######## design 1 ########
Design 1, the clock network:
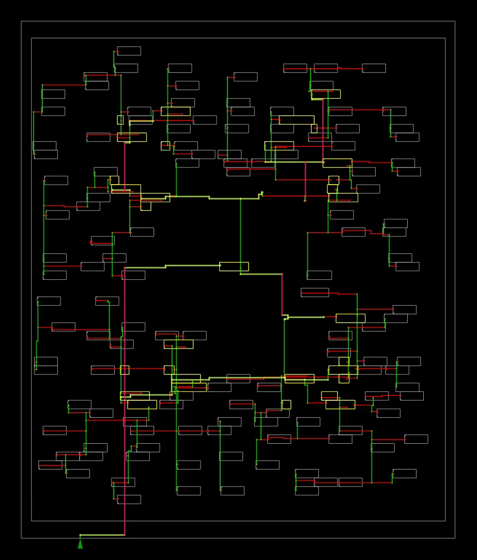
Design 1, clock distribution:
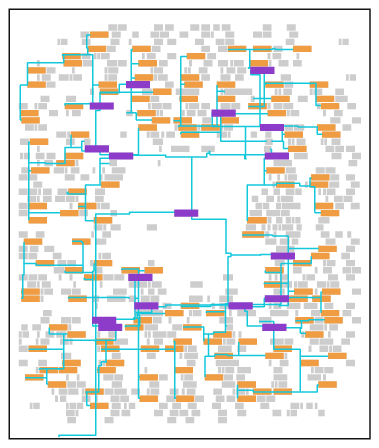
==> src/rtl/pipe_pkg.sv <==
// pipe_pkg: shared state encodings and channel offset helper for the pipeline stage register
package pipe_pkg;
  localparam logic [1:0] ST_EMPTY = 2'b00;
  localparam logic [1:0] ST_FULL  = 2'b01;
  localparam logic [1:0] ST_SKID  = 2'b10;
  function automatic int unsigned ch_slice(input int unsigned k, input int unsigned width = 32);
    return k * width;
  endfunction
endpackage

==> src/rtl/pipe_data_slot.sv <==
// pipe_data_slot: load-enable data register with synchronous clear
module pipe_data_slot #(
  parameter int WIDTH = 32
) (
  input  logic             clk,
  input  logic             clr,
  input  logic             ld,
  input  logic [WIDTH-1:0] d,
  output logic [WIDTH-1:0] q
);
  always_ff @(posedge clk)
    if (clr) q <= '0;
    else if (ld) q <= d;
endmodule

==> src/rtl/pipe_stage_reg.sv <==
// pipe_stage_reg: valid/ready stage register with two-entry skid and flush; PIPE_STAGE_STALL_CNT_EN adds stall_cnt
module pipe_stage_reg
  import pipe_pkg::*;
#(
  parameter int WIDTH  = 32,
  parameter int NUM_CH = 2,
  parameter int CNT_W  = 16
) (
  input  logic                    clk,
  input  logic                    rst,
  input  logic                    flush,
  input  logic                    in_valid,
  output logic                    in_ready,
  input  logic [NUM_CH*WIDTH-1:0] in_data,
  output logic                    out_valid,
  input  logic                    out_ready,
  output logic [NUM_CH*WIDTH-1:0] out_data,
  output logic [CNT_W-1:0]        stall_cnt
);
  localparam int DW = NUM_CH * WIDTH;
  logic [1:0]    state, state_nx;
  logic [DW-1:0] skid, main_d;
  logic          in_fire, out_fire, main_ld, skid_ld;
  assign in_ready  = (state != ST_SKID) & ~rst;
  assign out_valid = state != ST_EMPTY;
  always_comb begin
    in_fire  = in_valid & in_ready;
    out_fire = out_valid & out_ready;
    state_nx = flush ? ST_EMPTY :
               state == ST_EMPTY ? (in_fire ? ST_FULL : ST_EMPTY) :
               state == ST_FULL  ? (in_fire & ~out_fire ? ST_SKID :
                                    out_fire & ~in_fire ? ST_EMPTY : ST_FULL) :
               state == ST_SKID  ? (out_fire ? ST_FULL : ST_SKID) : ST_EMPTY;
    // a flush drops any same-cycle capture into either slot
    main_ld  = ~flush & ((state == ST_EMPTY & in_fire) |
                         (state == ST_FULL & in_fire & out_fire) |
                         (state == ST_SKID & out_fire));
    skid_ld  = ~flush & (state == ST_FULL) & in_fire & ~out_fire;
    main_d   = (state == ST_SKID) ? skid : in_data;
  end
  always_ff @(posedge clk)
    state <= rst ? ST_EMPTY : state_nx;
  pipe_data_slot #(.WIDTH(DW)) u_main (.clk(clk), .clr(rst), .ld(main_ld), .d(main_d),  .q(out_data));
  pipe_data_slot #(.WIDTH(DW)) u_skid (.clk(clk), .clr(rst), .ld(skid_ld), .d(in_data), .q(skid));
`ifdef PIPE_STAGE_STALL_CNT_EN
  logic [CNT_W-1:0] cnt;
  always_ff @(posedge clk)
    if (rst) cnt <= '0;
    else if (out_valid & ~out_ready & ~&cnt) cnt <= cnt + 1'b1;
  assign stall_cnt = cnt;
`else
  assign stall_cnt = '0;
`endif
endmodule
==> config.mk <==
export PLATFORM = sky130hd
export DESIGN_NAME = pipe_stage_reg
export DESIGN_NICKNAME = d
export VERILOG_FILES = /design/src/rtl/pipe_pkg.sv /design/src/rtl/pipe_data_slot.sv /design/src/rtl/pipe_stage_reg.sv
export SDC_FILE = /design/constraint.sdc
export NUM_CORES = 1
export LEC_CHECK = 0
export CAP_MARGIN = 40
export CORE_ASPECT_RATIO = 1.2
export CORE_MARGIN = 3
export CORE_UTILIZATION = 28
export DETAILED_ROUTE_END_ITERATION = 8
export GPL_TIMING_DRIVEN = 0
export PLACE_DENSITY = 0.53
export RECOVER_POWER = 50
export SYNTH_ARGS = -nofsm -noshare
export SYNTH_HDL_FRONTEND = slang
export SYNTH_HIERARCHICAL = 1
export SYNTH_SLANG_ARGS = --single-unit
==> constraint.sdc <==
create_clock -name clk -period 1.9 [get_ports clk]
set_clock_uncertainty 0.2 [all_clocks]
set_input_delay 0.285 -clock clk [delete_from_list [all_inputs] [get_ports clk]]
set_output_delay 0.285 -clock clk [all_outputs]
set_load 0.01 [all_outputs]
==> run notes <==
yosys + openroad results -> Root Driver clkbuf_16, hold slack 0.139 ns, total power 6740 µW, Post-Layout Inst Area 8310 µm², Reg2Reg Depth 7, clkbuf count 18, yosys cell count 523, GRT Util Overall 0.135, Initial Util 0.289, hold path cells 3, number of non-clock buffers 200, status finished, violations left, Final Hold Violation Tally 0, Register Area 2610 µm², flop count 130, fin worst setup slack -0.109 ns, area leader, netlist dfxtp_1, most frequent cells in the layout nor2_1, clkdlybuf4s50_1, dfxtp_1, mux2i_1, mux2_2, RR Endpoint u_main/q[29]$_SDFFE_PP0P_, Slowest-stage cell, CP dfxtp_4, dominant logic cell type in the layout nor2_1, max-slew violation count 0, Top-Level Pins 151, leakage 0.00305 µW, Startpoint Class register, Mapped Cells 523, first-pass GRT wire length 23,200 µm, Core ar. 19,900 µm², mi-comb count 355, worst flop-to-flop path startpoint state[0]$_SDFF_PP0_, initial antenna violation count 0, postcts setup bufs 7, violated checks negative setup slack, Row Count 56, min Tclk post-route 2.01 ns, EDFF count, synth 0, part of the cycle the worst path needs 1.06, Biggest Area Class logic gates, Layout area overhead 44.3%, Worst Path Arrival 2.10 ns, Max Cap Viol 0, Final setup viols 107, critical path type reg2reg, CTS tree built, Async S/R FF share, synth 0, largest net degree at the start of global routing 17, DP HPWL 10,200 µm, Chip Area 22,300 µm², cts hold-fix bufs 0, ANT nets after route 0, DRC violations left 0, synth warn 6, clock slew seen by the registers of the worst setup and hold paths 0.06 ns
## Picture notes: 'the clock network' of design 1
Num CTS Buffers: 17
Clock Latency Late Sink: 0.41 ns
Num Clock Sinks: 130
clk pwr: 3260 µW

## Picture notes: 'clock distribution' of design 1
[clock wires] cyan | length: 1,960 µm
[clock-net drivers] purple | count: 17
[flip-flops] orange | count: 130
flops lie	spread over the die
routed clock nets	18
Clk network pwr share: 0.484

-- flip-flops by register name (all words and copies together) (netlist names) --
register	count
state	2
u_skid/q	64
u_main/q	64
-- where the power goes --
part / leakage (µW) / internal (µW) / switching (µW) / total (µW)
sequential: 0.00105 / 2780 / 30.5 / 2810
clock: 0.000279 / 1980 / 1290 / 3260
combinational: 0.00172 / 404 / 268 / 672
-- stage by stage --
stage	util	setup TNS, ns	instances
final	0.417	-4.49	979
after global routing	0.417	-14.26	979
after CTS	0.411	-4.75	972
after detailed placement	0.376	-61.99	933
after global placement	0.376	-56.54	933
after floorplan	-	0	538
-- logic make-up after synthesis --
logic type,Yosys count,share of synthesized area
other cells,1,0.000651
flops,130,0.452
buf+inv,53,0.0824
compound gates,3,0.00500
simple gates,143,0.0995
mux,192,0.358
fa+ha+maj,1,0.00217
-- per-layer routing --
layer / up-vias / track usage / wire length [µm] / part of all wire
met5: - / 0 / 0 / 0
met4: 0 / 0.0490 / 221 / 0.015
met3: 16 / 0.0394 / 713 / 0.048
met2: 105 / 0.233 / 7390 / 0.50
met1: 1952 / 0.159 / 6420 / 0.44
li1: 2096 / - / - / -

######## design 2 ########
`config.mk`:
```
export PLATFORM = sky130hd
export DESIGN_NAME = commit_trace_fifo
export DESIGN_NICKNAME = d
export VERILOG_FILES = /design/src/rtl/commit_trace_fifo.sv
export SDC_FILE = /design/constraint.sdc
export NUM_CORES = 1
export LEC_CHECK = 0
export CAP_MARGIN = 15
export CORE_AREA = 2 2 320 481
export CTS_CLUSTER_DIAMETER = 50
export DETAILED_ROUTE_END_ITERATION = 8
export DIE_AREA = 0 0 322 483
export DONT_BUFFER_PORTS = 1
export SKIP_CTS_REPAIR_TIMING = 1
export SLEW_MARGIN = 0
export SYNTH_ARGS = -nofsm -noshare
export SYNTH_HDL_FRONTEND = slang
export SYNTH_SLANG_ARGS = --single-unit
```
`constraint.sdc`:
```
create_clock -name clk_i -period 7.17 [get_ports clk_i]
set_input_delay 1.0755 -clock clk_i [delete_from_list [all_inputs] [get_ports clk_i]]
set_output_delay 1.0755 -clock clk_i [all_outputs]
set_load 0.01 [all_outputs]
```
`src/rtl/commit_trace_fifo.sv`:
```
// commit_trace_fifo
//   Captures one trace record per retired instruction of a single-cycle
//   RISC-V core and streams the records to a valid/ready consumer through
//   a show-ahead FIFO. A retired all-zero instruction word marks the end of
//   the program. After that the FIFO drains and halt_o is raised.
//
// Optional feature (macro TRACE_BACKPRESSURE_EN):
//   When the macro is defined, the block adds the output commit_stall_o.
//   A commit that arrives while the FIFO is full is then held back instead
//   of being dropped.
//
// Ports:
//   clk_i, rst_i              clock, asynchronous active-low reset
//   commit_*_i                retire-point record (valid, pc, inst, rd, we, data)
//   commit_stall_o            (TRACE_BACKPRESSURE_EN only) core must hold retire
//   trace_valid_o/ready_i     head-record handshake
//   trace_pc/rd/rd_we/data_o  head record, reads 0 while the FIFO is empty
//   level_o                   occupancy, 0..DEPTH
//   retired_cnt_o             accepted records, saturating
//   drop_cnt_o                records lost to a full FIFO, saturating
//   overflow_o                sticky: at least one record dropped
//   halt_o                    program ended and FIFO drained
module commit_trace_fifo #(
  parameter int DEPTH = 16,
  parameter int CNT_W = 16
) (
  input  logic                   clk_i,
  input  logic                   rst_i,
  input  logic                   commit_valid_i,
  input  logic [31:0]            commit_pc_i,
  input  logic [31:0]            commit_inst_i,
  input  logic [4:0]             commit_rd_i,
  input  logic                   commit_rd_we_i,
  input  logic [31:0]            commit_rd_data_i,
`ifdef TRACE_BACKPRESSURE_EN
  output logic                   commit_stall_o,
`endif
  output logic                   trace_valid_o,
  input  logic                   trace_ready_i,
  output logic [31:0]            trace_pc_o,
  output logic [4:0]             trace_rd_o,
  output logic                   trace_rd_we_o,
  output logic [31:0]            trace_data_o,
  output logic [$clog2(DEPTH):0] level_o,
  output logic [CNT_W-1:0]       retired_cnt_o,
  output logic [CNT_W-1:0]       drop_cnt_o,
  output logic                   overflow_o,
  output logic                   halt_o
);
  localparam int AW = $clog2(DEPTH);
  localparam int LW = AW + 1;
  localparam int RW = 70;  // {pc[69:38], rd[37:33], we[32], data[31:0]}
  localparam logic [LW-1:0] FULL_LVL = LW'(DEPTH);

  typedef enum logic [1:0] {RUN, DRAIN, HALTED} state_e;

  state_e           state_q, state_d;
  logic [RW-1:0]    mem_q [DEPTH];
  logic [AW-1:0]    head_q, tail_q;
  logic [LW-1:0]    count_q, count_d;
  logic [CNT_W-1:0] retired_q, drop_q;
  logic             overflow_q;

  logic             full, empty, pop, push_req, push, drop, end_seen;
  logic             wr_we;
  logic [31:0]      wr_data;
  logic [RW-1:0]    wr_rec, rd_rec;

  function automatic logic [CNT_W-1:0] sat_inc(input logic [CNT_W-1:0] v);
    return (&v) ? v : v + CNT_W'(1);
  endfunction

  assign full     = (count_q == FULL_LVL);
  assign empty    = (count_q == '0);
  assign pop      = ~empty & trace_ready_i;
  assign push_req = commit_valid_i & (state_q == RUN) & (commit_inst_i != '0);
  assign end_seen = commit_valid_i & (state_q == RUN) & (commit_inst_i == '0);

`ifdef TRACE_BACKPRESSURE_EN
  // A full FIFO only stalls the core if no slot is freed this cycle.
  assign commit_stall_o = full & ~pop;
  assign drop           = 1'b0;
`else
  assign drop           = push_req & full & ~pop;
`endif
  // When the FIFO is full, a push is still accepted if the head leaves in the same cycle.
  assign push    = push_req & (~full | pop);
  assign count_d = count_q + LW'(push) - LW'(pop);

  // A write to x0 has no architectural effect, so it is recorded as a non-write.
  assign wr_we   = commit_rd_we_i & (commit_rd_i != '0);
  assign wr_data = (commit_rd_we_i && (commit_rd_i == '0)) ? 32'd0 : commit_rd_data_i;
  assign wr_rec  = {commit_pc_i, commit_rd_i, wr_we, wr_data};

  // Show-ahead read. The outputs are forced to 0 while the FIFO is empty, so stale entries never appear.
  assign rd_rec        = empty ? '0 : mem_q[head_q];
  assign trace_valid_o = ~empty;
  assign trace_pc_o    = rd_rec[69:38];
  assign trace_rd_o    = rd_rec[37:33];
  assign trace_rd_we_o = rd_rec[32];
  assign trace_data_o  = rd_rec[31:0];

  assign level_o       = count_q;
  assign retired_cnt_o = retired_q;
  assign drop_cnt_o    = drop_q;
  assign overflow_o    = overflow_q;
  assign halt_o        = (state_q == HALTED);

  // The drain check uses the post-pop level, so HALTED follows the last pop on the same edge.
  always_comb begin
    state_d = state_q;
    case (state_q)
      RUN:     if (end_seen) state_d = DRAIN;
      DRAIN:   if (count_d == '0) state_d = HALTED;
      HALTED:  state_d = HALTED;
      default: state_d = RUN;
    endcase
  end

  always_ff @(posedge clk_i or negedge rst_i) begin
    if (!rst_i) begin
      state_q    <= RUN;
      head_q     <= '0;
      tail_q     <= '0;
      count_q    <= '0;
      retired_q  <= '0;
      drop_q     <= '0;
      overflow_q <= 1'b0;
    end else begin
      state_q <= state_d;
      count_q <= count_d;
      if (push) begin
        tail_q    <= tail_q + AW'(1);
        retired_q <= sat_inc(retired_q);
      end
      if (pop) head_q <= head_q + AW'(1);
      if (drop) begin
        drop_q     <= sat_inc(drop_q);
        overflow_q <= 1'b1;
      end
    end
  end

  // Record storage is not reset. Entries are valid only between head and tail.
  always_ff @(posedge clk_i) begin
    if (push) mem_q[tail_q] <= wr_rec;
  end

endmodule
```
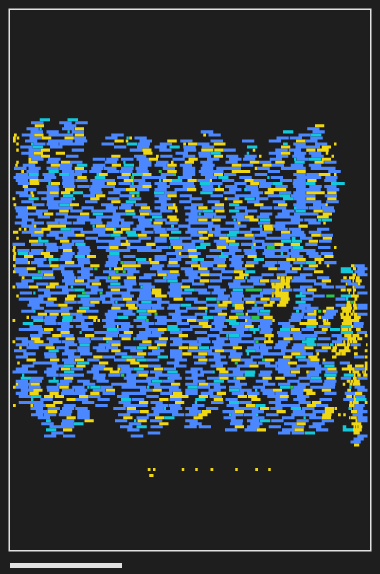
Design 2: placement by cell class
Scale bar: 100 µm.
class	color	cells	share of their area
remaining buffers and delay cells	green	28	0.58%
registers	blue	1,168	71%
remaining logic cells	yellow	648	20%
clock drivers and dummy loads	cyan	229	8.5%
sequential fraction of total cell area: 0.672
Post-Layout Inst Area: 51,800 µm²
Row Count: 175
Core ar.: 151,000 µm²

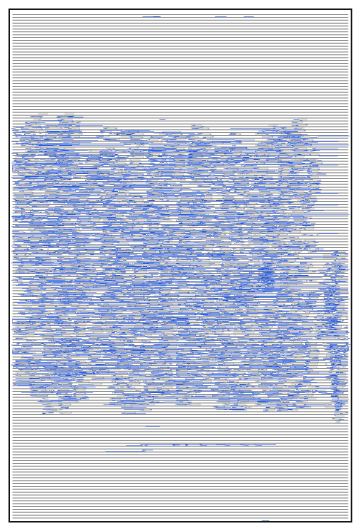
Design 2: met1 routing
Supply wires on this layer in gray.
share of all routed wire	40%
longest straight run	125 µm
nets with wire on the layer	2,020
met1 track demand over resource: 0.173
vias after detailed routing: 20,140
final WL: 105,000 µm

==> run notes <==
yosys + openroad results -> most frequent cell after synthesis edfxtp_1, floorplan net count 2,031, CP endpoint trace_rd_we_o, leakage 0.0160 µW, largest fanout on the critical path 59, number of stages on the worst setup path 4, clkbuf count 165, largest net degree at the start of global routing 125, Chip Area, Yosys 45,200 µm², part of the cycle the worst path needs 0.663, Placement Cell Area 47,600 µm², Seq share, synth 0.771, Max Used Layer met5, dominant logic cell type in the layout edfxtp_1, Worst-Margin Slew 1.16 ns, clock slew seen by the registers of the worst setup and hold paths 0.06 ns, top cells by count, synth edfxtp_1, mux4_2, nor2b_1, clkbuf_1, dfrtp_1, OpenROAD warning count 37, Mapped Cells 1,908, Max stage delay on crit path 0.84 ns, Slowest-stage cell, CP dfrtp_4, Worst Path Arrival 3.68 ns, RR Endpoint state_q[0]$_DFFE_PN0P_, Async S/R FF share, synth 0.0411, DR WL/cell 26.0 µm, EDFF count, synth 1,120, non-clock buffer share of cell area 0.00550, Top-Level Pins 216, Startpoint Class register, total power 20,600 µW, # H-tree levels 4, DRC violations left 0, met3 wire len 8210 µm, Top Usage Layer GRT met2, antenna cells 6, synth warn 0, Initial Util 0.299, vias per std cell 5.00, final global-route overflow total 0, layout cells sized above 1 0.288, Logic inverters 10, critical path capture point type output port, status completed, Syn Area/Cell 23.7 µm², initial antenna violation count 15, combinational gate area 9990 µm², most frequent cells in the layout edfxtp_1, mux4_2, clkbuf_16, nor2b_1, dfrtp_1, CTS tree built, Commonest flop edfxtp_1, Top Family by Delay on Critical Path multiplexers, combinational share of cell area 0.193, critical path type reg2out, Synth mux share 0.176, max-slew violation count 0, AND-OR/OR-AND Cells, Area Fraction 0.00233, yosys cell count 1,908, most frequent CP cell mux4_2, drt pass-1 iters 5, Core Util, Final 0.343, worst slack, placed 2.41 ns, DP HPWL 57,100 µm, Synth Cell Area 45,200 µm², number of non-clock buffers 28, ANT nets after route 0, Register Area 34,800 µm², GRT Util Overall 0.134, Die X 322 µm, mi-comb count 638, Root Driver clkbuf_16, Layout area overhead 14.7%
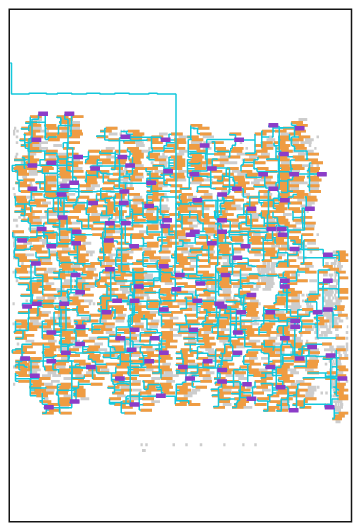
Design 2: clock distribution
[flip-flops] orange | count: 1,168
[clock-net drivers] purple | count: 130
[clock wires] cyan | length: 13,300 µm
routed clock nets	131
Clock Latency Late Sink: 0.71 ns
clk pwr: 6510 µW
final setup skew: 0.0186 ns
Clk network pwr share: 0.315

worst min path at each step:
| stage | cells past startpoint | endpoint | startpoint | slack (ns) |
|---|---|---|---|---|
| global route | 0 | overflow_o$_DFFE_PN0P_ | rst_i | 0.03 |
| global placement | 1 | state_q[0]$_DFFE_PN0P_ | state_q[0]$_DFFE_PN0P_ | 0.52 |
| floorplan | 1 | state_q[1]$_DFFE_PN0P_ | state_q[1]$_DFFE_PN0P_ | 0.51 |
| detailed placement | 1 | overflow_o$_DFFE_PN0P_ | overflow_o$_DFFE_PN0P_ | 0.53 |
| CTS | 0 | drop_cnt_o[13]$_DFFE_PN0P_ | rst_i | 0.01 |
| finish | 0 | overflow_o$_DFFE_PN0P_ | rst_i | 0.06 |
sequential cells by signal, indices dropped and copies added, names as in the netlist:
signal         count
retired_cnt_o     16
mem_q           1120
head_q             4
tail_q             4
state_q            2
level_o            5
overflow_o         1
drop_cnt_o        16
power by group:
group | internal (µW) | leakage (µW) | switching, µW | total (µW)
registers | 8210 | 0.0107 | 446 | 8660
logic | 2550 | 0.00319 | 2910 | 5460
clock network | 3930 | 0.00207 | 2580 | 6510
total | 14700 | 0.0160 | 5940 | 20600


==> gallery <==
Cell sizes after repair.
Plate I
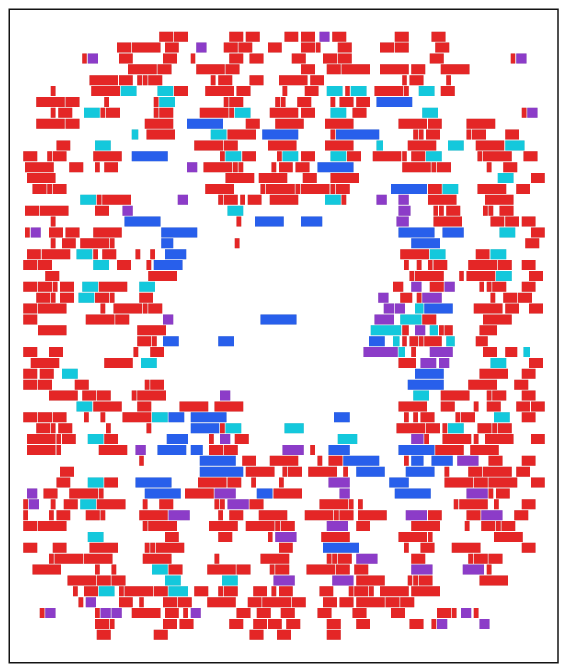
Plate II
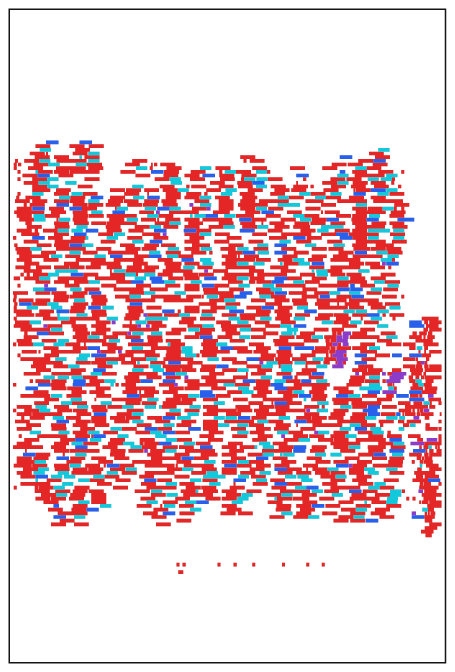
- Plate I = design 1
- Plate II = design 2

No activity file was given, so power comes from the tool's default toggle rates.
